# mapper_trap_sched_flat

$ cat src/rtl/mapper_trap_sched_pkg.sv
// -----------------------------------------------------------------------------
// mapper_trap_sched_pkg
// Shared definitions for the mapper trap scheduler: FSM state encoding,
// Z80 vector/opcode constants and the trap cause-code width.
// -----------------------------------------------------------------------------
package mapper_trap_sched_pkg;

    localparam int CAUSE_W = 4;

    localparam logic [15:0] NMI_VECTOR = 16'h0066;
    localparam logic [7:0]  OP_ED      = 8'hED;
    localparam logic [7:0]  OP_RETN    = 8'h45;

    typedef enum logic [2:0] {
        ST_USER  = 3'd0,
        ST_ARMED = 3'd1,
        ST_NMI   = 3'd2,
        ST_SUPER = 3'd3,
        ST_EXIT  = 3'd4
    } state_e;

endpackage

$ cat src/rtl/mapper_trap_sched_if.sv
// -----------------------------------------------------------------------------
// mapper_trap_sched_if
// Raw Z80 bus signals watched by the mapper.
//   m1_n, mreq_n, rd_n : active-low CPU strobes (asynchronous to clk)
//   addr               : 16-bit address bus
//   data               : 8-bit data bus
// Modports: master (the CPU side drives the bus), slave (bus watchers).
// -----------------------------------------------------------------------------
interface mapper_trap_sched_if;
    logic        m1_n;
    logic        mreq_n;
    logic        rd_n;
    logic [15:0] addr;
    logic [7:0]  data;

    modport master (output m1_n, output mreq_n, output rd_n, output addr, output data);
    modport slave  (input  m1_n, input  mreq_n, input  rd_n, input  addr, input  data);
endinterface

$ cat src/rtl/mapper_trap_sched_z80_bus_sync.sv
// -----------------------------------------------------------------------------
// z80_bus_sync
// Synchronises the Z80 M1/MREQ/RD strobes into clk (2 flops each), produces a
// one-clock pulse on each synchronised rising edge of M1, and latches the
// opcode and address of the current opcode fetch.
// Ports:
//   clk, reset_n : clock, asynchronous active-low reset
//   bus          : raw Z80 bus (slave modport)
//   m1_rise      : 1-clock pulse at the end of every opcode fetch
//   opcode       : last byte read while M1/MREQ/RD were all low
//   fetch_addr   : address captured alongside opcode
// -----------------------------------------------------------------------------
module z80_bus_sync (
    input  logic                clk,
    input  logic                reset_n,
    mapper_trap_sched_if.slave  bus,
    output logic                m1_rise,
    output logic [7:0]          opcode,
    output logic [15:0]         fetch_addr
);
    logic [1:0]  m1_sync_q;
    logic [1:0]  mreq_sync_q;
    logic [1:0]  rd_sync_q;
    logic        m1_prev_q;
    logic [7:0]  opcode_q;
    logic [15:0] fetch_addr_q;
    logic        fetch_active;

    assign fetch_active = ~m1_sync_q[1] & ~mreq_sync_q[1] & ~rd_sync_q[1];

    always_ff @(posedge clk or negedge reset_n) begin
        if (!reset_n) begin
            // NOTE: strobes reset to their idle-high level so leaving reset
            // cannot fabricate an M1 rising edge.
            m1_sync_q    <= 2'b11;
            mreq_sync_q  <= 2'b11;
            rd_sync_q    <= 2'b11;
            m1_prev_q    <= 1'b1;
            opcode_q     <= '0;
            fetch_addr_q <= '0;
        end else begin
            // NOTE: non-blocking assignments make every flop sample the
            // pre-edge value of its source, which is what a sync chain needs.
            m1_sync_q   <= {m1_sync_q[0], bus.m1_n};
            mreq_sync_q <= {mreq_sync_q[0], bus.mreq_n};
            rd_sync_q   <= {rd_sync_q[0], bus.rd_n};
            m1_prev_q   <= m1_sync_q[1];
            if (fetch_active) begin
                opcode_q     <= bus.data;
                fetch_addr_q <= bus.addr;
            end
        end
    end

    assign m1_rise    = m1_sync_q[1] & ~m1_prev_q;
    assign opcode     = opcode_q;
    assign fetch_addr = fetch_addr_q;
endmodule

$ cat src/rtl/mapper_trap_sched.sv
// -----------------------------------------------------------------------------
// mapper_trap_sched
// Sequences the mapper between user mode (mapping on) and supervisor mode
// (mapping off). A trap is latched, deferred to the next real instruction
// boundary, signalled with NMI, confirmed by the 0x0066 vector fetch, and
// undone EXIT_FETCHES opcode fetches after RETN.
// Ports:
//   clk, reset_n : clock, asynchronous active-low reset
//   bus          : raw Z80 bus (slave modport)
//   at_isr_end   : instruction-boundary flag, valid at synchronised M1 rise
//   trap_req     : one-clock trap pulse, trap_cause valid with it
//   nmi_n        : NMI to CPU, active low
//   map_en       : 1 = user mapping active
//   trap_busy    : registered (state != USER)
//   cause_q      : cause of the trap in progress
//   ack_err      : sticky vector-ack timeout flag
// Optional feature: define MAPPER_ACK_TIMEOUT_EN to abandon an NMI that is not
// acknowledged within ACK_TIMEOUT clocks; otherwise NMI retries forever and
// ack_err is tied low.
// -----------------------------------------------------------------------------
module mapper_trap_sched
    import mapper_trap_sched_pkg::*;
#(
    parameter int NMI_HOLD     = 16,
    parameter int EXIT_FETCHES = 1,
    parameter int ACK_TIMEOUT  = 255
) (
    input  logic                clk,
    input  logic                reset_n,
    mapper_trap_sched_if.slave  bus,
    input  logic                at_isr_end,
    input  logic                trap_req,
    input  logic [CAUSE_W-1:0]  trap_cause,
    output logic                nmi_n,
    output logic                map_en,
    output logic                trap_busy,
    output logic [CAUSE_W-1:0]  cause_q,
    output logic                ack_err
);
    // Zero exit fetches would let mapping return mid-RETN; clamp to one.
    localparam int EXIT_N  = (EXIT_FETCHES < 1) ? 1 : EXIT_FETCHES;
    localparam int EXIT_W  = $clog2(EXIT_N + 1);
    // One width serves both the NMI hold counter and the ack timeout counter.
    localparam int CNT_MAX = (NMI_HOLD > ACK_TIMEOUT) ? NMI_HOLD : ACK_TIMEOUT;
    localparam int CNT_W   = $clog2(CNT_MAX + 1);
    localparam logic [CNT_W-1:0] HOLD_LAST = CNT_W'(NMI_HOLD - 1);

    logic        m1_rise;
    logic [7:0]  opcode;
    logic [15:0] fetch_addr;
    logic        vector_fetch;

    state_e               state_q, state_d;
    logic                 nmi_n_q, nmi_n_d;
    logic                 map_en_q, map_en_d;
    logic                 trap_busy_q, trap_busy_d;
    logic [CAUSE_W-1:0]   cause_lat_q, cause_lat_d;
    logic [CNT_W-1:0]     hold_cnt_q, hold_cnt_d;
    logic [EXIT_W-1:0]    exit_cnt_q, exit_cnt_d;
    logic                 ed_seen_q, ed_seen_d;
`ifdef MAPPER_ACK_TIMEOUT_EN
    localparam logic [CNT_W-1:0] ACK_LAST = CNT_W'(ACK_TIMEOUT - 1);
    logic [CNT_W-1:0]     ack_cnt_q, ack_cnt_d;
    logic                 ack_err_q, ack_err_d;
`endif

    z80_bus_sync u_bus_sync (
        .clk        (clk),
        .reset_n    (reset_n),
        .bus        (bus),
        .m1_rise    (m1_rise),
        .opcode     (opcode),
        .fetch_addr (fetch_addr)
    );

    assign vector_fetch = m1_rise && (fetch_addr == NMI_VECTOR);

    always_comb begin
        // NOTE: every variable gets a default before the case so no path
        // leaves one unassigned, which would infer a latch.
        state_d     = state_q;
        nmi_n_d     = nmi_n_q;
        map_en_d    = map_en_q;
        cause_lat_d = cause_lat_q;
        hold_cnt_d  = hold_cnt_q;
        exit_cnt_d  = exit_cnt_q;
        ed_seen_d   = ed_seen_q;
`ifdef MAPPER_ACK_TIMEOUT_EN
        ack_cnt_d   = ack_cnt_q;
        ack_err_d   = ack_err_q;
`endif
        case (state_q)
            ST_USER: begin
                nmi_n_d  = 1'b1;
                map_en_d = 1'b1;
                if (trap_req) begin
                    state_d     = ST_ARMED;
                    cause_lat_d = trap_cause;
                end
            end
            ST_ARMED: begin
                // A fetch that is not a boundary is a prefix byte; keep waiting.
                if (m1_rise && at_isr_end) begin
                    state_d    = ST_NMI;
                    nmi_n_d    = 1'b0;
                    hold_cnt_d = '0;
`ifdef MAPPER_ACK_TIMEOUT_EN
                    ack_cnt_d  = '0;
`endif
                end
            end
            ST_NMI: begin
`ifdef MAPPER_ACK_TIMEOUT_EN
                ack_cnt_d = ack_cnt_q + CNT_W'(1);
`endif
                if (vector_fetch) begin
                    state_d   = ST_SUPER;
                    nmi_n_d   = 1'b1;
                    map_en_d  = 1'b0;
                    ed_seen_d = 1'b0;
`ifdef MAPPER_ACK_TIMEOUT_EN
                end else if (ack_cnt_q == ACK_LAST) begin
                    state_d   = ST_USER;
                    nmi_n_d   = 1'b1;
                    map_en_d  = 1'b1;
                    ack_err_d = 1'b1;
`endif
                end else if (nmi_n_q) begin
                    // One-clock release is over; reassert and restart the hold.
                    nmi_n_d    = 1'b0;
                    hold_cnt_d = '0;
                end else if (hold_cnt_q == HOLD_LAST) begin
                    nmi_n_d    = 1'b1;
                    hold_cnt_d = '0;
                end else begin
                    hold_cnt_d = hold_cnt_q + CNT_W'(1);
                end
            end
            ST_SUPER: begin
                map_en_d = 1'b0;
                if (m1_rise) begin
                    if (ed_seen_q && (opcode == OP_RETN)) begin
                        state_d    = ST_EXIT;
                        exit_cnt_d = EXIT_W'(EXIT_N);
                        ed_seen_d  = 1'b0;
                    end else begin
                        ed_seen_d = (opcode == OP_ED);
                    end
                end
            end
            ST_EXIT: begin
                map_en_d = 1'b0;
                if (m1_rise) begin
                    if (exit_cnt_q <= EXIT_W'(1)) begin
                        state_d    = ST_USER;
                        map_en_d   = 1'b1;
                        exit_cnt_d = '0;
                    end else begin
                        exit_cnt_d = exit_cnt_q - EXIT_W'(1);
                    end
                end
            end
            default: begin
                state_d  = ST_USER;
                nmi_n_d  = 1'b1;
                map_en_d = 1'b1;
            end
        endcase
        // Registered from the next state so it lines up with map_en.
        trap_busy_d = (state_d != ST_USER);
    end

    always_ff @(posedge clk or negedge reset_n) begin
        if (!reset_n) begin
            state_q     <= ST_USER;
            nmi_n_q     <= 1'b1;
            map_en_q    <= 1'b1;
            trap_busy_q <= 1'b0;
            cause_lat_q <= '0;
            hold_cnt_q  <= '0;
            exit_cnt_q  <= '0;
            ed_seen_q   <= 1'b0;
`ifdef MAPPER_ACK_TIMEOUT_EN
            ack_cnt_q   <= '0;
            ack_err_q   <= 1'b0;
`endif
        end else begin
            state_q     <= state_d;
            nmi_n_q     <= nmi_n_d;
            map_en_q    <= map_en_d;
            trap_busy_q <= trap_busy_d;
            cause_lat_q <= cause_lat_d;
            hold_cnt_q  <= hold_cnt_d;
            exit_cnt_q  <= exit_cnt_d;
            ed_seen_q   <= ed_seen_d;
`ifdef MAPPER_ACK_TIMEOUT_EN
            ack_cnt_q   <= ack_cnt_d;
            ack_err_q   <= ack_err_d;
`endif
        end
    end

    assign nmi_n     = nmi_n_q;
    assign map_en    = map_en_q;
    assign trap_busy = trap_busy_q;
    assign cause_q   = cause_lat_q;
`ifdef MAPPER_ACK_TIMEOUT_EN
    assign ack_err   = ack_err_q;
`else
    assign ack_err   = 1'b0;
`endif
endmodule

$ cat src/flat_wrapper.sv
// flat-port wrapper written by rule: the top's interface ports become plain ports
module mapper_trap_sched_flat import mapper_trap_sched_pkg::*;
#(
    parameter int NMI_HOLD     = 16,
    parameter int EXIT_FETCHES = 1,
    parameter int ACK_TIMEOUT  = 255
)
  (clk, reset_n, at_isr_end, trap_req, trap_cause, nmi_n, map_en, trap_busy, cause_q, ack_err, bus_m1_n, bus_mreq_n, bus_rd_n, bus_addr, bus_data);
  mapper_trap_sched_if bus_i ();
  input  logic clk;
  input  logic reset_n;
  input  logic at_isr_end;
  input  logic trap_req;
  input  logic [CAUSE_W-1:0] trap_cause;
  output logic nmi_n;
  output logic map_en;
  output logic trap_busy;
  output logic [CAUSE_W-1:0] cause_q;
  output logic ack_err;
  input wire logic [$bits(bus_i.m1_n)-1:0] bus_m1_n;
  input wire logic [$bits(bus_i.mreq_n)-1:0] bus_mreq_n;
  input wire logic [$bits(bus_i.rd_n)-1:0] bus_rd_n;
  input wire logic [$bits(bus_i.addr)-1:0] bus_addr;
  input wire logic [$bits(bus_i.data)-1:0] bus_data;
  assign bus_i.m1_n = bus_m1_n;
  assign bus_i.mreq_n = bus_mreq_n;
  assign bus_i.rd_n = bus_rd_n;
  assign bus_i.addr = bus_addr;
  assign bus_i.data = bus_data;
  mapper_trap_sched #(.NMI_HOLD(NMI_HOLD), .EXIT_FETCHES(EXIT_FETCHES), .ACK_TIMEOUT(ACK_TIMEOUT)) u_core (.clk(clk), .reset_n(reset_n), .bus(bus_i), .at_isr_end(at_isr_end), .trap_req(trap_req), .trap_cause(trap_cause), .nmi_n(nmi_n), .map_en(map_en), .trap_busy(trap_busy), .cause_q(cause_q), .ack_err(ack_err));
endmodule
$ cat config.mk
export PLATFORM = sky130hd
export DESIGN_NAME = mapper_trap_sched_flat
export DESIGN_NICKNAME = d
export VERILOG_FILES = /design/src/rtl/mapper_trap_sched_pkg.sv /design/src/rtl/mapper_trap_sched_if.sv /design/src/rtl/mapper_trap_sched_z80_bus_sync.sv /design/src/rtl/mapper_trap_sched.sv /design/src/flat_wrapper.sv
export SDC_FILE = /design/constraint.sdc
export NUM_CORES = 1
export LEC_CHECK = 0
export CAP_MARGIN = 0
export CORE_ASPECT_RATIO = 2
export CORE_UTILIZATION = 25
export CTS_BUF_LIST = sky130_fd_sc_hd__clkbuf_8
export CTS_CLUSTER_DIAMETER = 150
export DETAILED_ROUTE_END_ITERATION = 7
export SYNTH_ARGS = -nofsm -noshare
export SYNTH_HDL_FRONTEND = slang
export SYNTH_HIERARCHICAL = 1
export SYNTH_SLANG_ARGS = --single-unit
$ cat constraint.sdc
create_clock -name clk -period 5.9 [get_ports clk]
set_input_delay 0.885 -clock clk [delete_from_list [all_inputs] [get_ports clk]]
set_output_delay 0.885 -clock clk [all_outputs]
set_load 0.01 [all_outputs]
# spi_slave_core_flat

--- src/rtl/spi_slave_core_pkg.sv ---
// Shared encodings and bit-ordering helpers for the SPI target engine.
package spi_slave_core_pkg;

  typedef logic [1:0] spi_dtb_t;

  localparam spi_dtb_t SPI_TRANS_8_BITS  = 2'd0;
  localparam spi_dtb_t SPI_TRANS_16_BITS = 2'd1;
  localparam spi_dtb_t SPI_TRANS_24_BITS = 2'd2;
  localparam spi_dtb_t SPI_TRANS_32_BITS = 2'd3;

  localparam logic [0:0] SPI_SLV_IDLE   = 1'b0;
  localparam logic [0:0] SPI_SLV_ACTIVE = 1'b1;

  typedef struct packed {
    logic     cpol;
    logic     cpha;
    logic     lsb;
    spi_dtb_t dtb;
  } spi_cfg_t;

  // Index of the last bit of a word: 8*(dtb+1)-1.
  function automatic logic [4:0] last_bit(spi_dtb_t dtb);
    return {dtb, 3'b111};
  endfunction

  // MSB-first words are left-aligned so the next bit is always bit 31.
  function automatic logic [31:0] tx_align(logic [31:0] data, spi_dtb_t dtb, logic lsb);
    logic [4:0] shamt;
    shamt = {~dtb, 3'b000};
    return lsb ? data : (data << shamt);
  endfunction

  function automatic logic tx_head(logic [31:0] sh, logic lsb);
    return lsb ? sh[0] : sh[31];
  endfunction

  function automatic logic [31:0] tx_next(logic [31:0] sh, logic lsb);
    return lsb ? (sh >> 1) : (sh << 1);
  endfunction

  function automatic logic [31:0] rx_insert(logic [31:0] sh, logic din, spi_dtb_t dtb, logic lsb);
    if (lsb) begin
      return (sh >> 1) | ({31'b0, din} << last_bit(dtb));
    end
    return {sh[30:0], din};
  endfunction

endpackage

--- src/rtl/spi_slave_core_if.sv ---
// TX/RX word streams between the SPI target engine and its FIFOs or register wrapper.
interface spi_slave_core_if;
  logic        tx_valid;
  logic        tx_ready;
  logic [31:0] tx_data;
  logic        rx_valid;
  logic        rx_ready;
  logic [31:0] rx_data;

  modport slave (
    input  tx_valid, tx_data, rx_ready,
    output tx_ready, rx_valid, rx_data
  );

  modport master (
    output tx_valid, tx_data, rx_ready,
    input  tx_ready, rx_valid, rx_data
  );
endinterface

--- src/rtl/spi_slave_sync.sv ---
// Multi-stage synchroniser for one asynchronous pin, plus a history flop for edge strobes.
module spi_slave_sync #(
  parameter int unsigned SYNC_STAGES = 2,
  parameter logic        RESET_VAL   = 1'b0
) (
  input  logic clk_i,
  input  logic rst_i,
  input  logic d_i,
  output logic level_o,
  output logic rise_o,
  output logic fall_o
);

  logic [SYNC_STAGES-1:0] sync_q, sync_d;
  logic                   hist_q, hist_d;

  always_comb begin
    sync_d = {sync_q[SYNC_STAGES-2:0], d_i};
    hist_d = sync_q[SYNC_STAGES-1];
  end

  always_ff @(posedge clk_i) begin
    if (rst_i) begin
      sync_q <= {SYNC_STAGES{RESET_VAL}};
      hist_q <= RESET_VAL;
    end else begin
      sync_q <= sync_d;
      hist_q <= hist_d;
    end
  end

  assign level_o = sync_q[SYNC_STAGES-1];
  assign rise_o  = level_o & ~hist_q;
  assign fall_o  = ~level_o & hist_q;

endmodule

--- src/rtl/spi_slave_core.sv ---
// SPI target engine: oversampled bus front end, word (de)serialiser and RX hold buffer.
module spi_slave_core
  import spi_slave_core_pkg::*;
#(
  parameter int unsigned SYNC_STAGES = 2
) (
  input  logic                    clk_i,
  input  logic                    rst_i,
  input  logic                    cpol_i,
  input  logic                    cpha_i,
  input  logic                    lsb_i,
  input  logic [1:0]              dtb_i,
  input  logic                    spi_sck_i,
  input  logic                    spi_nss_i,
  input  logic                    spi_mosi_i,
  output logic                    spi_miso_o,
  output logic                    spi_miso_en_o,
  spi_slave_core_if.slave         stream_if,
  output logic                    busy_o,
  output logic                    ovf_o,
  output logic                    udr_o
);

  logic sck_rise, sck_fall, nss_rise, nss_fall, mosi_lvl;
  logic unused_sck_lvl, unused_nss_lvl, unused_mosi_rise, unused_mosi_fall;

  spi_slave_sync #(.SYNC_STAGES(SYNC_STAGES), .RESET_VAL(1'b0)) u_sync_sck (
    .clk_i(clk_i), .rst_i(rst_i), .d_i(spi_sck_i),
    .level_o(unused_sck_lvl), .rise_o(sck_rise), .fall_o(sck_fall)
  );

  spi_slave_sync #(.SYNC_STAGES(SYNC_STAGES), .RESET_VAL(1'b1)) u_sync_nss (
    .clk_i(clk_i), .rst_i(rst_i), .d_i(spi_nss_i),
    .level_o(unused_nss_lvl), .rise_o(nss_rise), .fall_o(nss_fall)
  );

  spi_slave_sync #(.SYNC_STAGES(SYNC_STAGES), .RESET_VAL(1'b0)) u_sync_mosi (
    .clk_i(clk_i), .rst_i(rst_i), .d_i(spi_mosi_i),
    .level_o(mosi_lvl), .rise_o(unused_mosi_rise), .fall_o(unused_mosi_fall)
  );

  logic [0:0]  state_q, state_d;
  spi_cfg_t    cfg_q, cfg_d, cfg_in, ld_cfg;
  logic [4:0]  cnt_q, cnt_d;
  logic [31:0] tx_sh_q, tx_sh_d, rx_sh_q, rx_sh_d, rx_data_q, rx_data_d;
  logic        miso_q, miso_d, rx_valid_q, rx_valid_d, ovf_q, ovf_d;
  logic        lead, trail, sample_stb, shift_stb, tx_load, push;
  logic [31:0] tx_word, rx_word;

  assign cfg_in     = {cpol_i, cpha_i, lsb_i, dtb_i};
  assign lead       = cfg_q.cpol ? sck_fall : sck_rise;
  assign trail      = cfg_q.cpol ? sck_rise : sck_fall;
  assign sample_stb = cfg_q.cpha ? trail : lead;
  assign shift_stb  = cfg_q.cpha ? lead : trail;

  always_comb begin
    state_d    = state_q;
    cfg_d      = cfg_q;
    cnt_d      = cnt_q;
    tx_sh_d    = tx_sh_q;
    rx_sh_d    = rx_sh_q;
    miso_d     = miso_q;
    rx_valid_d = rx_valid_q;
    rx_data_d  = rx_data_q;
    ovf_d      = 1'b0;
    tx_load    = 1'b0;
    push       = 1'b0;
    ld_cfg     = cfg_q;
    tx_word    = '0;
    rx_word    = rx_sh_q;

    case (state_q)
      SPI_SLV_IDLE: begin
        if (nss_fall) begin
          state_d = SPI_SLV_ACTIVE;
          cfg_d   = cfg_in;
          ld_cfg  = cfg_in;
          cnt_d   = '0;
          rx_sh_d = '0;
          tx_load = 1'b1;
        end
      end
      default: begin
        if (shift_stb) begin
          miso_d  = tx_head(tx_sh_q, cfg_q.lsb);
          tx_sh_d = tx_next(tx_sh_q, cfg_q.lsb);
        end
        if (sample_stb) begin
          rx_word = rx_insert(rx_sh_q, mosi_lvl, cfg_q.dtb, cfg_q.lsb);
          if (cnt_q == last_bit(cfg_q.dtb)) begin
            cnt_d   = '0;
            rx_sh_d = '0;
            push    = 1'b1;
            tx_load = ~nss_rise;
          end else begin
            cnt_d   = cnt_q + 5'd1;
            rx_sh_d = rx_word;
          end
        end
        // Frame end wins over any bit activity in the same cycle except the RX push.
        if (nss_rise) begin
          state_d = SPI_SLV_IDLE;
          cnt_d   = '0;
          rx_sh_d = '0;
          tx_sh_d = '0;
          miso_d  = 1'b0;
        end
      end
    endcase

    tx_load = tx_load & ~rst_i;
    if (tx_load) begin
      tx_word = tx_align(stream_if.tx_valid ? stream_if.tx_data : 32'h0, ld_cfg.dtb, ld_cfg.lsb);
      // CPHA=0 must have the first bit on MISO before the first leading edge.
      if ((state_q == SPI_SLV_IDLE) && !ld_cfg.cpha) begin
        miso_d  = tx_head(tx_word, ld_cfg.lsb);
        tx_sh_d = tx_next(tx_word, ld_cfg.lsb);
      end else begin
        tx_sh_d = tx_word;
      end
    end

    if (push) begin
      if (!rx_valid_q || stream_if.rx_ready) begin
        rx_valid_d = 1'b1;
        rx_data_d  = rx_word;
      end else begin
        ovf_d = 1'b1;
      end
    end else if (stream_if.rx_ready) begin
      rx_valid_d = 1'b0;
    end
  end

  always_ff @(posedge clk_i) begin
    if (rst_i) begin
      state_q    <= SPI_SLV_IDLE;
      cfg_q      <= '0;
      cnt_q      <= '0;
      tx_sh_q    <= '0;
      rx_sh_q    <= '0;
      miso_q     <= 1'b0;
      rx_valid_q <= 1'b0;
      rx_data_q  <= '0;
      ovf_q      <= 1'b0;
    end else begin
      state_q    <= state_d;
      cfg_q      <= cfg_d;
      cnt_q      <= cnt_d;
      tx_sh_q    <= tx_sh_d;
      rx_sh_q    <= rx_sh_d;
      miso_q     <= miso_d;
      rx_valid_q <= rx_valid_d;
      rx_data_q  <= rx_data_d;
      ovf_q      <= ovf_d;
    end
  end

  assign busy_o             = (state_q == SPI_SLV_ACTIVE);
  assign spi_miso_en_o      = busy_o;
  assign spi_miso_o         = miso_q;
  assign ovf_o              = ovf_q;
  assign stream_if.tx_ready = tx_load & stream_if.tx_valid;
  assign udr_o              = tx_load & ~stream_if.tx_valid;
  assign stream_if.rx_valid = rx_valid_q;
  assign stream_if.rx_data  = rx_data_q;

endmodule

--- src/flat_wrapper.sv ---
// flat-port wrapper written by rule: the top's interface ports become plain ports
module spi_slave_core_flat import spi_slave_core_pkg::*;
#(
  parameter int unsigned SYNC_STAGES = 2
)
  (clk_i, rst_i, cpol_i, cpha_i, lsb_i, dtb_i, spi_sck_i, spi_nss_i, spi_mosi_i, spi_miso_o, spi_miso_en_o, busy_o, ovf_o, udr_o, stream_if_tx_valid, stream_if_tx_data, stream_if_rx_ready, stream_if_tx_ready, stream_if_rx_valid, stream_if_rx_data);
  spi_slave_core_if stream_if_i ();
  input  logic clk_i;
  input  logic rst_i;
  input  logic cpol_i;
  input  logic cpha_i;
  input  logic lsb_i;
  input  logic [1:0] dtb_i;
  input  logic spi_sck_i;
  input  logic spi_nss_i;
  input  logic spi_mosi_i;
  output logic spi_miso_o;
  output logic spi_miso_en_o;
  output logic busy_o;
  output logic ovf_o;
  output logic udr_o;
  input wire logic [$bits(stream_if_i.tx_valid)-1:0] stream_if_tx_valid;
  input wire logic [$bits(stream_if_i.tx_data)-1:0] stream_if_tx_data;
  input wire logic [$bits(stream_if_i.rx_ready)-1:0] stream_if_rx_ready;
  output wire logic [$bits(stream_if_i.tx_ready)-1:0] stream_if_tx_ready;
  output wire logic [$bits(stream_if_i.rx_valid)-1:0] stream_if_rx_valid;
  output wire logic [$bits(stream_if_i.rx_data)-1:0] stream_if_rx_data;
  assign stream_if_i.tx_valid = stream_if_tx_valid;
  assign stream_if_i.tx_data = stream_if_tx_data;
  assign stream_if_i.rx_ready = stream_if_rx_ready;
  assign stream_if_tx_ready = stream_if_i.tx_ready;
  assign stream_if_rx_valid = stream_if_i.rx_valid;
  assign stream_if_rx_data = stream_if_i.rx_data;
  spi_slave_core #(.SYNC_STAGES(SYNC_STAGES)) u_core (.clk_i(clk_i), .rst_i(rst_i), .cpol_i(cpol_i), .cpha_i(cpha_i), .lsb_i(lsb_i), .dtb_i(dtb_i), .spi_sck_i(spi_sck_i), .spi_nss_i(spi_nss_i), .spi_mosi_i(spi_mosi_i), .spi_miso_o(spi_miso_o), .spi_miso_en_o(spi_miso_en_o), .stream_if(stream_if_i), .busy_o(busy_o), .ovf_o(ovf_o), .udr_o(udr_o));
endmodule
--- config.mk ---
export PLATFORM = sky130hd
export DESIGN_NAME = spi_slave_core_flat
export DESIGN_NICKNAME = d
export VERILOG_FILES = /design/src/rtl/spi_slave_core_pkg.sv /design/src/rtl/spi_slave_core_if.sv /design/src/rtl/spi_slave_sync.sv /design/src/rtl/spi_slave_core.sv /design/src/flat_wrapper.sv
export SDC_FILE = /design/constraint.sdc
export NUM_CORES = 1
export LEC_CHECK = 0
export CAP_MARGIN = 20
export CORE_MARGIN = 5
export CORE_UTILIZATION = 45
export CTS_CLUSTER_DIAMETER = 150
export DETAILED_ROUTE_END_ITERATION = 10
export PLACE_DENSITY_LB_ADDON = 0.15
export SETUP_SLACK_MARGIN = 0.05
export SLEW_MARGIN = 5
export SYNTH_ARGS = -nofsm -noshare
export SYNTH_HDL_FRONTEND = slang
export SYNTH_HIERARCHICAL = 1
export SYNTH_SLANG_ARGS = --single-unit
--- constraint.sdc ---
create_clock -name clk_i -period 2.85 [get_ports clk_i]
set_clock_uncertainty 0.05 [all_clocks]
set_input_delay 0.57 -clock clk_i [delete_from_list [all_inputs] [get_ports clk_i]]
set_output_delay 0.57 -clock clk_i [all_outputs]
set_load 0.01 [all_outputs]
### Routed metal, one color a layer, mapper_trap_sched_flat

Scale: 3 px per micron. Only two layers are drawn.
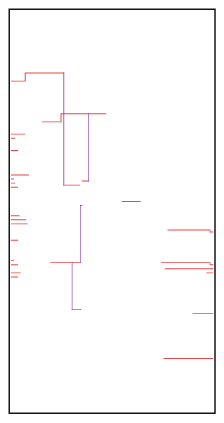
Key: met3 = red [wire length 185 microns]; met4 = purple [wire length 94.5 microns]

==> flow_summary.yaml, mapper_trap_sched_flat <==
# synthesis and place-and-route metrics
outcome:
  status: "completed"
hold_path:
  hold_start: "u_core/u_bus_sync/mreq_sync_q[0]$_DFF_PN1_"
  hold_end: "u_core/u_bus_sync/mreq_sync_q[1]$_DFF_PN1_"
global_route:
  use_met2: 0.167
  use_met3: 0.0238
  grt_start_max_net_pins: 51
  grt-ovfl-total: 0
  track_usage: 0.105
  top_usage_layer: "met2"
flow_run:
  warning_count: 26
floorplan:
  ios: 43
synth:
  top_cells_by_count: "41 x dfrtp_1, 27 x mux2_2, 11 x nand2_1, 11 x nor2_1, 9 x dfstp_2"
  ys_cells: 174
  synthArstFlopShare: 1.00
  top_area_frac: 0.470
  edf_count: 0
  top_area_cell: "dfrtp_1"
  synth_cell_types: 40
  synth_flops: 50
cells_and_area:
  comb_area_sq_um: 847
  clock_area_frac: 0.0384
detailed_routing:
  viasPerCell: 4.69
  drtIter0Drc: 45
  top_layer: "met4"
  wl_per_cell_microns: 13.5
  drtAntennaViolNets: 0
placement:
  port_buffers: 41
  dp_cells: 307
  detailedPlace.worstSlack_ps: 3300
  dp_hpwl_mm: 3.17
critical_path:
  arrival_ps: 2810
  crit_path_max_fanout: 11
  crit_slowest_cell: "o31ai_2"
  timing.rr.start: "u_core/u_bus_sync/m1_sync_q[1]$_DFF_PN1_"
  timing_worst_setup_path_type: "reg -> reg"
clocking:
  clock_latency_ps: 310
  cts.sinks: 50
  cts_resized: 0
pwr:
  power_w: 0.000957
  power_switching_w: 0.000271
  irDropWorstVdd_mv: 0.198
  powerSeq_w: 0.000469
final_timing:
  tightest_slew_ps: 1050
  rsz0062_at_grt: "no"
### The clock network, spi_slave_core_flat

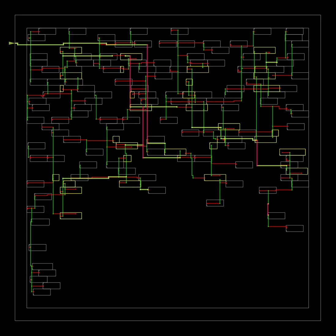
clock buffer count from CTS: 17
P_clk: 0.00213 W
clock buffer count: 22

==> flow_summary.yaml, spi_slave_core_flat <==
# synthesis and place-and-route metrics
outcome:
  status: "completed"
cells_and_area:
  final_common_cell: "nor2_1"
  instances_no_fill: 1104
  flop_area_sq_um: 2370
  inverters: 6
floorplan:
  ios: 83
  die_h_microns: 131
critical_path:
  reg2reg_slack_ps: 180
  setup.worst_path.end: "stream_if_tx_ready"
  crit_required_ps: 2230
final_timing:
  tns_ps: 0
  finalSetupViolations: 0
  tightest_slew_ps: 1090
  max_freq_ghz: 0.356
  drv_slew: 0
  fin_crit_sh: 0.986
clocking:
  cts_setup_buffers: 1
  cts-root-buf: "clkbuf_16"
detailed_routing:
  top_layer: "met4"
  viasPerCell: 6.21
placement:
  port_buffers: 82
  placed_cell_area_sq_um: 8080
  gp_congestion: 0.961
  dp_cells: 1069
pwr:
  clockPowerShare: 0.460
  irDropWorstVdd_mv: 0.451
  p_comb_frac: 0.158
global_route:
  use_met2: 0.448
  grt_pass1_wl_mm: 37.2
  grt_start_max_net_pins: 89
  top_usage_layer: "met2"
  track_usage: 0.284
flow_run:
  warning_count: 28
hold_path:
  hold_end: "u_core/u_sync_nss/sync_q[1]$_SDFF_PP1_"
synth:
  netlist_instances: 783

==> notes/layouts.md <==
Pictures saved along the way, in no particular order.

Gate families picked out.
panel A
Scale: 4 px per micron.
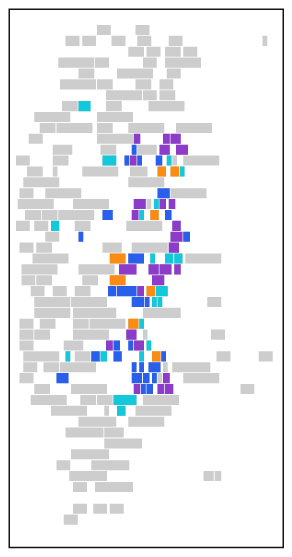
panel B
Scale: 3 px per micron.
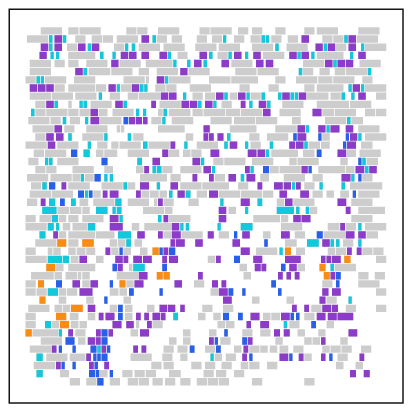
panel B: spi_slave_core_flat
panel A: mapper_trap_sched_flat
The one with the most cells is panel B.
The one with the largest die is panel B.

Key to panel B:
Key: NOR gates = cyan [cells 152, most used nor2_1]; AND and OR gates = orange [cells 17, most used and3_1]; NAND gates = blue [cells 71, most used nand2_1]; inverting AOI/OAI gates = purple [cells 233, most used a211oi_1, where spread over the die]


# ttl_bus_arbiter_flat

### Routed clock nets over the placement, ttl_bus_arbiter_flat

Scale: 10 px per micron.
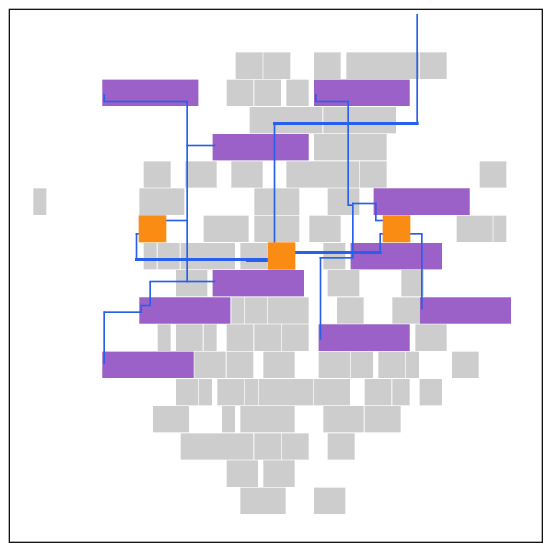

[src/rtl/ttl_arb_pkg.sv]
// ttl_arb_pkg: shared state encoding and width helper for the bus arbiter.
// Contents: state_t (ST_IDLE/ST_GRANT/ST_TURN) and wmin1(), which returns
// max(1, $clog2(n)) and sizes the Owner, pointer and hold-counter fields.
package ttl_arb_pkg;

    typedef enum logic [1:0] {
        ST_IDLE  = 2'd0,
        ST_GRANT = 2'd1,
        ST_TURN  = 2'd2
    } state_t;

    function automatic int wmin1(input int n);
        return (n <= 2) ? 1 : $clog2(n);
    endfunction

endpackage

[src/rtl/ttl_bus_arbiter_if.sv]
// ttl_bus_arbiter_if: request/grant bundle between requesters and the arbiter.
// Signals: Req (requests), Gnt (one-hot grant), OE_bar (active-low driver
// enables), Owner (index of the current owner), Busy, and Preempt.
// Modports: master = arbiter side, slave = requester side.
interface ttl_bus_arbiter_if
    import ttl_arb_pkg::*;
#(
    parameter int BLOCKS = 4
);
    localparam int OW = wmin1(BLOCKS);

    logic [BLOCKS-1:0] Req;
    logic [BLOCKS-1:0] Gnt;
    logic [BLOCKS-1:0] OE_bar;
    logic [OW-1:0]     Owner;
    logic              Busy;
    logic              Preempt;

    modport master (input Req, output Gnt, OE_bar, Owner, Busy, Preempt);
    modport slave  (output Req, input Gnt, OE_bar, Owner, Busy, Preempt);

endinterface

[src/rtl/ttl_rr_pick.sv]
// ttl_rr_pick: combinational round-robin winner search.
// Ports: req_i (request vector), ptr_i (search start index),
// any_o (some request present), win_o (first set bit at or above ptr_i, wrapping).
module ttl_rr_pick
    import ttl_arb_pkg::*;
#(
    parameter int BLOCKS = 4,
    localparam int PW = wmin1(BLOCKS)
) (
    input  logic [BLOCKS-1:0] req_i,
    input  logic [PW-1:0]     ptr_i,
    output logic              any_o,
    output logic [PW-1:0]     win_o
);

    // Scan from the farthest offset down so the nearest request is written last.
    always_comb begin
        win_o = '0;
        for (int i = BLOCKS - 1; i >= 0; i--) begin
            if (req_i[(int'(ptr_i) + i) % BLOCKS]) win_o = PW'((int'(ptr_i) + i) % BLOCKS);
        end
    end

    assign any_o = |req_i;

endmodule

[src/rtl/ttl_bus_arbiter.sv]
// ttl_bus_arbiter: round-robin owner selection for a shared tristate bus.
// Ports: Clk (rising edge), Clear (async active-high reset),
// bus (master modport: Req in; Gnt, OE_bar, Owner, Busy, Preempt out).
// Each tenure is followed by one all-zero turnaround cycle. When MAX_HOLD > 0,
// a tenure is cut off after MAX_HOLD grant cycles.
module ttl_bus_arbiter
    import ttl_arb_pkg::*;
#(
    parameter int BLOCKS     = 4,
    parameter int MAX_HOLD   = 0,
    parameter int DELAY_RISE = 0,
    parameter int DELAY_FALL = 0
) (
    input logic               Clk,
    input logic               Clear,
    ttl_bus_arbiter_if.master bus
);
    localparam int PW = wmin1(BLOCKS);
    localparam int CW = wmin1(MAX_HOLD + 1);

    // This RTL registers every output and drives it at the clock edge.
    // Output delays belong to the chip-level timing model, so DELAY_RISE
    // and DELAY_FALL are only range-checked here.
    if (BLOCKS < 2 || BLOCKS > 8 || MAX_HOLD < 0 || DELAY_RISE < 0 || DELAY_FALL < 0) begin : g_bad_param
        $error("ttl_bus_arbiter: parameter out of range");
    end

    state_t            state_q, state_d;
    logic [PW-1:0]     ptr_q, ptr_d, owner_q, owner_d, win;
    logic [CW-1:0]     cnt_q, cnt_d;
    logic [BLOCKS-1:0] gnt_q, gnt_d;
    logic              pre_q, pre_d, any, limit, own_req;

    ttl_rr_pick #(.BLOCKS(BLOCKS)) u_pick (
        .req_i (bus.Req),
        .ptr_i (ptr_q),
        .any_o (any),
        .win_o (win)
    );

    assign own_req = bus.Req[owner_q];
    // cnt_q counts completed grant cycles, so this tests the count after the current one.
    assign limit   = (MAX_HOLD > 0) && (int'(cnt_q) + 1 >= MAX_HOLD);

    // IDLE and TURN both arbitrate on the current Req. The only difference
    // is the state they were entered from.
    always_comb begin
        state_d = state_q;
        ptr_d   = ptr_q;
        cnt_d   = cnt_q;
        gnt_d   = gnt_q;
        owner_d = owner_q;
        pre_d   = 1'b0;
        if (state_q == ST_GRANT) begin
            if (!own_req || limit) begin
                state_d = ST_TURN;
                gnt_d   = '0;
                owner_d = '0;
                pre_d   = own_req;
            end else begin
                cnt_d = (&cnt_q) ? cnt_q : cnt_q + 1'b1;
            end
        end else if (any) begin
            state_d = ST_GRANT;
            gnt_d   = BLOCKS'(1) << win;
            owner_d = win;
            cnt_d   = '0;
            ptr_d   = (int'(win) == BLOCKS - 1) ? '0 : win + 1'b1;
        end else begin
            state_d = ST_IDLE;
            gnt_d   = '0;
            owner_d = '0;
        end
    end

    always_ff @(posedge Clk or posedge Clear) begin
        if (Clear) begin
            state_q <= ST_IDLE;
            ptr_q   <= '0;
            cnt_q   <= '0;
            gnt_q   <= '0;
            owner_q <= '0;
            pre_q   <= 1'b0;
        end else begin
            state_q <= state_d;
            ptr_q   <= ptr_d;
            cnt_q   <= cnt_d;
            gnt_q   <= gnt_d;
            owner_q <= owner_d;
            pre_q   <= pre_d;
        end
    end

    assign bus.Gnt     = gnt_q;
    assign bus.OE_bar  = ~gnt_q;
    assign bus.Owner   = owner_q;
    assign bus.Busy    = |gnt_q;
    assign bus.Preempt = pre_q;

endmodule

[src/flat_wrapper.sv]
// flat-port wrapper written by rule: the top's interface ports become plain ports
module ttl_bus_arbiter_flat import ttl_arb_pkg::*;
#(
    parameter int BLOCKS     = 4,
    parameter int MAX_HOLD   = 0,
    parameter int DELAY_RISE = 0,
    parameter int DELAY_FALL = 0
)
  (Clk, Clear, bus_Req, bus_Gnt, bus_OE_bar, bus_Owner, bus_Busy, bus_Preempt);
  ttl_bus_arbiter_if #(.BLOCKS(BLOCKS)) bus_i ();
  input logic Clk;
  input logic Clear;
  input wire logic [$bits(bus_i.Req)-1:0] bus_Req;
  output wire logic [$bits(bus_i.Gnt)-1:0] bus_Gnt;
  output wire logic [$bits(bus_i.OE_bar)-1:0] bus_OE_bar;
  output wire logic [$bits(bus_i.Owner)-1:0] bus_Owner;
  output wire logic [$bits(bus_i.Busy)-1:0] bus_Busy;
  output wire logic [$bits(bus_i.Preempt)-1:0] bus_Preempt;
  assign bus_i.Req = bus_Req;
  assign bus_Gnt = bus_i.Gnt;
  assign bus_OE_bar = bus_i.OE_bar;
  assign bus_Owner = bus_i.Owner;
  assign bus_Busy = bus_i.Busy;
  assign bus_Preempt = bus_i.Preempt;
  ttl_bus_arbiter #(.BLOCKS(BLOCKS), .MAX_HOLD(MAX_HOLD), .DELAY_RISE(DELAY_RISE), .DELAY_FALL(DELAY_FALL)) u_core (.Clk(Clk), .Clear(Clear), .bus(bus_i));
endmodule
[config.mk]
export PLATFORM = sky130hd
export DESIGN_NAME = ttl_bus_arbiter_flat
export DESIGN_NICKNAME = d
export VERILOG_FILES = /design/src/rtl/ttl_arb_pkg.sv /design/src/rtl/ttl_bus_arbiter_if.sv /design/src/rtl/ttl_rr_pick.sv /design/src/rtl/ttl_bus_arbiter.sv /design/src/flat_wrapper.sv
export SDC_FILE = /design/constraint.sdc
export NUM_CORES = 1
export LEC_CHECK = 0
export ABC_CLOCK_PERIOD_IN_PS = 1770
export CELL_PAD_IN_SITES_DETAIL_PLACEMENT = 0
export CELL_PAD_IN_SITES_GLOBAL_PLACEMENT = 1
export CORE_MARGIN = 2
export CORE_UTILIZATION = 25
export CTS_BUF_LIST = sky130_fd_sc_hd__clkbuf_4
export DETAILED_ROUTE_END_ITERATION = 10
export PLACE_DENSITY = 0.64
export SLEW_MARGIN = 20
export SYNTH_ARGS = -nofsm -noshare
export SYNTH_HDL_FRONTEND = slang
export SYNTH_SLANG_ARGS = --single-unit
[constraint.sdc]
create_clock -name Clk -period 1.77 [get_ports Clk]
set_clock_uncertainty 0.05 [all_clocks]
set_input_delay 0.354 -clock Clk [delete_from_list [all_inputs] [get_ports Clk]]
set_output_delay 0.354 -clock Clk [all_outputs]
set_load 0.05 [all_outputs]
# hm01b0_pixel_source

$ cat src/rtl/hm01b0_pixel_source.sv
// hm01b0 pixel-bus transmitter: streams a stored frame with sensor timing.
// Optional build macro: HM01B0_PIXEL_SOURCE_TEST_PATTERN_EN (synthetic pixels).
module hm01b0_pixel_source #(
  parameter int WIDTH   = 320,
  parameter int HEIGHT  = 240,
  parameter int ADDR_W  = 17,
  parameter int CLK_DIV = 2,
  parameter int H_BLANK = 16,
  parameter int V_LEAD  = 8,
  parameter int V_TAIL  = 8
) (
  input  logic              clock,
  input  logic              reset,
  input  logic              start,
  input  logic              continuous,
  output logic              busy,
  output logic              frame_done,
  output logic [ADDR_W-1:0] mem_raddr,
  input  logic [7:0]        mem_rdata,
  output logic              hm01b0_pixclk,
  output logic [7:0]        hm01b0_pixdata,
  output logic              hm01b0_hsync,
  output logic              hm01b0_vsync
);

  localparam int DW = $clog2(CLK_DIV);
  localparam int XW = $clog2(WIDTH + 1);
  localparam int YW = $clog2(HEIGHT + 1);
  localparam int CW = 16;
  localparam logic [ADDR_W-1:0] LAST = ADDR_W'(WIDTH * HEIGHT - 1);

  typedef enum logic [2:0] {
    S_IDLE, S_START, S_VLEAD, S_LINE, S_HBLANK, S_VTAIL
  } state_t;

  state_t            state_q, state_d;
  logic [DW-1:0]     div_q, div_d;
  logic              pclk_q, pclk_d;
  logic [7:0]        pix_q, pix_d;
  logic              hs_q, hs_d;
  logic              vs_q, vs_d;
  logic              busy_q, busy_d;
  logic              done_q, done_d;
  logic [ADDR_W-1:0] raddr_q, raddr_d;
  logic [ADDR_W-1:0] addr_q, addr_d;
  logic [XW-1:0]     x_q, x_d;
  logic [YW-1:0]     y_q, y_d;
  logic [CW-1:0]     cnt_q, cnt_d;
  logic              wrap, rise, tick, latch;
  logic [7:0]        src;

`ifdef HM01B0_PIXEL_SOURCE_TEST_PATTERN_EN
  logic [7:0] fc_q, fc_d;
  logic       unused_rdata;
  assign unused_rdata = ^mem_rdata;
  assign src = 8'(x_d) + 8'(y_d) + fc_q;
`else
  assign src = mem_rdata;
`endif

  assign wrap = busy_q && (div_q == DW'(CLK_DIV - 1));
  assign rise = wrap && !pclk_q;
  assign tick = wrap && pclk_q;

  always_comb begin
    state_d = state_q;
    div_d   = div_q;
    pclk_d  = pclk_q;
    pix_d   = pix_q;
    hs_d    = hs_q;
    vs_d    = vs_q;
    busy_d  = busy_q;
    done_d  = 1'b0;
    raddr_d = raddr_q;
    addr_d  = addr_q;
    x_d     = x_q;
    y_d     = y_q;
    cnt_d   = cnt_q;
    latch   = 1'b0;
`ifdef HM01B0_PIXEL_SOURCE_TEST_PATTERN_EN
    fc_d    = fc_q;
`endif
    if (busy_q) begin
      div_d = wrap ? '0 : div_q + 1'b1;
      if (wrap) pclk_d = !pclk_q;
    end
`ifndef HM01B0_PIXEL_SOURCE_TEST_PATTERN_EN
    if (rise) raddr_d = addr_q;
`endif
    unique case (state_q)
      S_IDLE: begin
        if (start) begin
          state_d = S_START;
          busy_d  = 1'b1;
          div_d   = '0;
        end
      end
      S_START: begin
        if (tick) begin
          state_d = S_VLEAD;
          vs_d    = 1'b1;
          cnt_d   = '0;
          addr_d  = '0;
        end
      end
      S_VLEAD: begin
        if (tick) begin
          if (cnt_q == CW'(V_LEAD - 1)) begin
            state_d = S_LINE;
            x_d     = '0;
            y_d     = '0;
            hs_d    = 1'b1;
            latch   = 1'b1;
          end else begin
            cnt_d = cnt_q + 1'b1;
          end
        end
      end
      S_LINE: begin
        if (tick) begin
          if (x_q == XW'(WIDTH - 1)) begin
            hs_d    = 1'b0;
            pix_d   = '0;
            cnt_d   = '0;
            state_d = (y_q == YW'(HEIGHT - 1)) ? S_VTAIL : S_HBLANK;
          end else begin
            x_d   = x_q + 1'b1;
            latch = 1'b1;
          end
        end
      end
      S_HBLANK: begin
        if (tick) begin
          if (cnt_q == CW'(H_BLANK - 1)) begin
            state_d = S_LINE;
            x_d     = '0;
            y_d     = y_q + 1'b1;
            hs_d    = 1'b1;
            latch   = 1'b1;
          end else begin
            cnt_d = cnt_q + 1'b1;
          end
        end
      end
      S_VTAIL: begin
        if (tick) begin
          if (cnt_q == CW'(V_TAIL - 1)) begin
            vs_d    = 1'b0;
            done_d  = 1'b1;
            addr_d  = '0;
            raddr_d = '0;
`ifdef HM01B0_PIXEL_SOURCE_TEST_PATTERN_EN
            fc_d    = fc_q + 1'b1;
`endif
            if (continuous) begin
              state_d = S_START;
            end else begin
              state_d = S_IDLE;
              busy_d  = 1'b0;
            end
          end else begin
            cnt_d = cnt_q + 1'b1;
          end
        end
      end
      default: state_d = S_IDLE;
    endcase
    // address always points at the next pixel to fetch; parks on the last one
    if (latch) begin
      pix_d = src;
`ifndef HM01B0_PIXEL_SOURCE_TEST_PATTERN_EN
      if (addr_q != LAST) addr_d = addr_q + 1'b1;
`endif
    end
  end

  always_ff @(posedge clock) begin
    if (reset) begin
      state_q <= S_IDLE;
      div_q   <= '0;
      pclk_q  <= 1'b0;
      pix_q   <= '0;
      hs_q    <= 1'b0;
      vs_q    <= 1'b0;
      busy_q  <= 1'b0;
      done_q  <= 1'b0;
      raddr_q <= '0;
      addr_q  <= '0;
      x_q     <= '0;
      y_q     <= '0;
      cnt_q   <= '0;
`ifdef HM01B0_PIXEL_SOURCE_TEST_PATTERN_EN
      fc_q    <= '0;
`endif
    end else begin
      state_q <= state_d;
      div_q   <= div_d;
      pclk_q  <= pclk_d;
      pix_q   <= pix_d;
      hs_q    <= hs_d;
      vs_q    <= vs_d;
      busy_q  <= busy_d;
      done_q  <= done_d;
      raddr_q <= raddr_d;
      addr_q  <= addr_d;
      x_q     <= x_d;
      y_q     <= y_d;
      cnt_q   <= cnt_d;
`ifdef HM01B0_PIXEL_SOURCE_TEST_PATTERN_EN
      fc_q    <= fc_d;
`endif
    end
  end

  assign busy           = busy_q;
  assign frame_done     = done_q;
  assign mem_raddr      = raddr_q;
  assign hm01b0_pixclk  = pclk_q;
  assign hm01b0_pixdata = pix_q;
  assign hm01b0_hsync   = hs_q;
  assign hm01b0_vsync   = vs_q;

endmodule

$ cat config.mk
export PLATFORM = sky130hd
export DESIGN_NAME = hm01b0_pixel_source
export DESIGN_NICKNAME = d
export VERILOG_FILES = /design/src/rtl/hm01b0_pixel_source.sv
export SDC_FILE = /design/constraint.sdc
export NUM_CORES = 1
export LEC_CHECK = 0
export ABC_AREA = 1
export CAP_MARGIN = 20
export CORE_MARGIN = 4
export CORE_UTILIZATION = 50
export CTS_BUF_LIST = sky130_fd_sc_hd__clkbuf_4 sky130_fd_sc_hd__clkbuf_8
export DETAILED_ROUTE_END_ITERATION = 10
export PLACE_DENSITY = 0.71
export RECOVER_POWER = 50
export SLEW_MARGIN = 20
export SYNTH_ARGS = -nofsm -noshare
export SYNTH_HDL_FRONTEND = slang
export SYNTH_SLANG_ARGS = --single-unit
$ cat constraint.sdc
create_clock -name clock -period 3.3 [get_ports clock]
set_clock_uncertainty 0.05 [all_clocks]
set_input_delay 0.66 -clock clock [delete_from_list [all_inputs] [get_ports clock]]
set_output_delay 0.66 -clock clock [all_outputs]
set_load 0.01 [all_outputs]
### Routed metal, one color a layer, hm01b0_pixel_source

Scale: 2 px per micron. Only two layers are drawn.
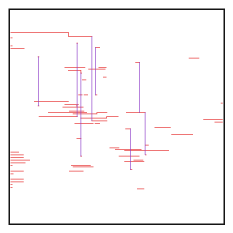
Key: met4 = purple [wire length 235 microns]; met3 = red [wire length 432 microns]

==> flow_summary.yaml, hm01b0_pixel_source <==
# synthesis and place-and-route metrics
flow_run:
  warning_count: 27
  maxCapViolations: 1
synth:
  top_area_frac: 0.345
  ys_cells: 737
critical_path:
  crit_slowest_cell: "nand2_4"
  start_kind: "flop"
placement:
  dp_cells: 886
outcome:
  violations: "capacitance limit, slew limit"
  status: "finished with violations"
detailed_routing:
  dr_wl_met2_mm: 5.28
final_timing:
  drv_slew: 42
global_route:
  grt_start_max_net_pins: 49
  grtUsageMet1: 0.259
  grt-ovfl-total: 0
cells_and_area:
  fin_util: 0.585
clocking:
  clock_latency_ps: 350
floorplan:
  die-area_sq_um: 11400
### Gate families picked out, ttl_bus_arbiter_flat

Scale: 8 px per micron.
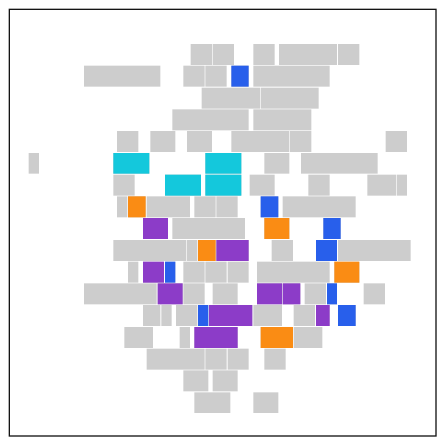
Key: NAND gates = blue [cells 8]; adder and majority cells = cyan [cells 4, most used ha_1, where middle]; inverting AOI/OAI gates = purple [cells 9]; AND and OR gates = orange [cells 5, most used or2_2]

### Routed metal, one color a layer, ttl_bus_arbiter_flat

Scale: 4 px per micron. Only two layers are drawn.
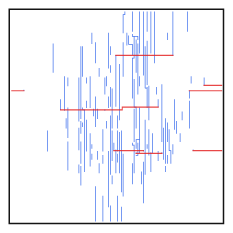
Key: met3 = red [wire length 75.7 microns]; met2 = blue [wire length 724 microns]

Notes on 'Routed clock nets over the placement' of ttl_bus_arbiter_flat above:
Key: cells driving clock nets = orange [count 3]; flip-flops = purple [count 10]; clock wires = blue [length 171 microns]
There are 4 routed clock nets.

==> flow_summary.yaml, ttl_bus_arbiter_flat <==
# synthesis and place-and-route metrics
synth:
  synthSimpleGateAreaFrac: 0.180
  xor_share: 0
  ys_chip_area_sq_um: 604
  ys_top_logic_family: "AND-OR/OR-AND gates"
  yosysWarnings: 0
  top_area_cell: "dfrtp_1"
  top_cells_by_count: "10 x dfrtp_1, 7 x inv_1, 4 x a22o_1, 4 x ha_1"
critical_path:
  path_cells: "mux2i_1 -> nor2_1 -> or2_2 -> ha_1 -> a22o_1"
  crit_path_start: "u_core.ptr_q[1]$_DFFE_PP0P_"
  timing.rr.start: "u_core.ptr_q[1]$_DFFE_PP0P_"
global_route:
  grt_start_max_net_pins: 11
  use_met3: 0.0508
floorplan:
  ios: 18
final_timing:
  finalSetupViolations: 0
cells_and_area:
  nonClockBufferCount: 28
  fin_util: 0.439
placement:
  gp_congestion: 0.708
  port_buffers: 16
outcome:
  status: "completed"


==> notes/layouts.md <==
Pictures saved along the way, in no particular order.

Pin map.
image #1
Scale: 4 px per micron. Pins as bars across the die edge, other pins in gray.
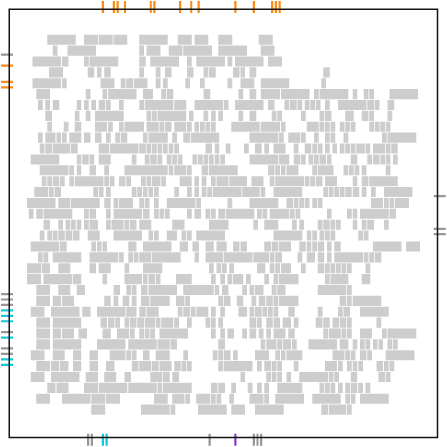
image #2
Scale: 3 px per micron. Pins as bars across the die edge, other pins in gray.
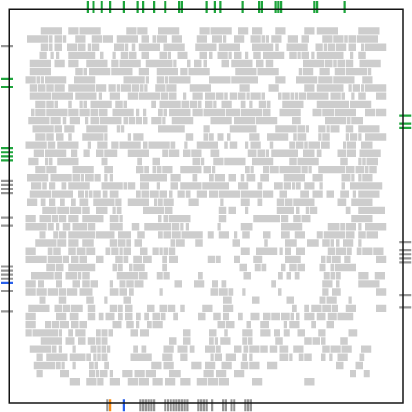
image #3
Scale: 4 px per micron. Pins as bars across the die edge, other pins in gray.
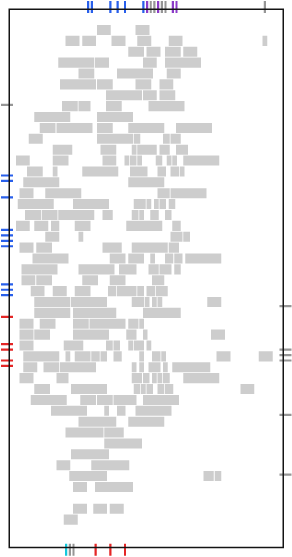
image #4
Scale: 8 px per micron. Pins as bars across the die edge, other pins in gray.
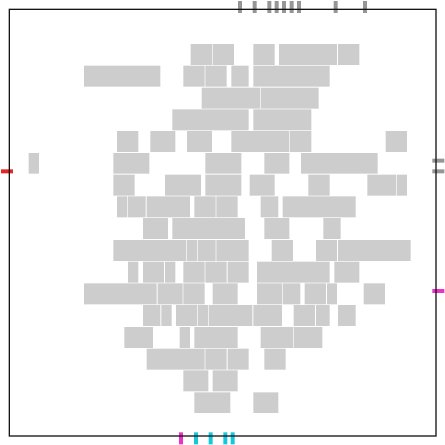
image #2 -> spi_slave_core_flat
image #3 -> mapper_trap_sched_flat
image #1 -> hm01b0_pixel_source
image #4 -> ttl_bus_arbiter_flat
Of these, fewest pins: image #4
Of these, largest die: image #2

Key to image #4:
Key: bus_Req = cyan [pins 4, direction input, edge bottom]; bus_Owner = magenta [pins 2, direction output, edge 1 bottom, 1 right]; bus_Preempt = red [pins 1, direction output, edge left]

Power and IR drop assume default switching activity.
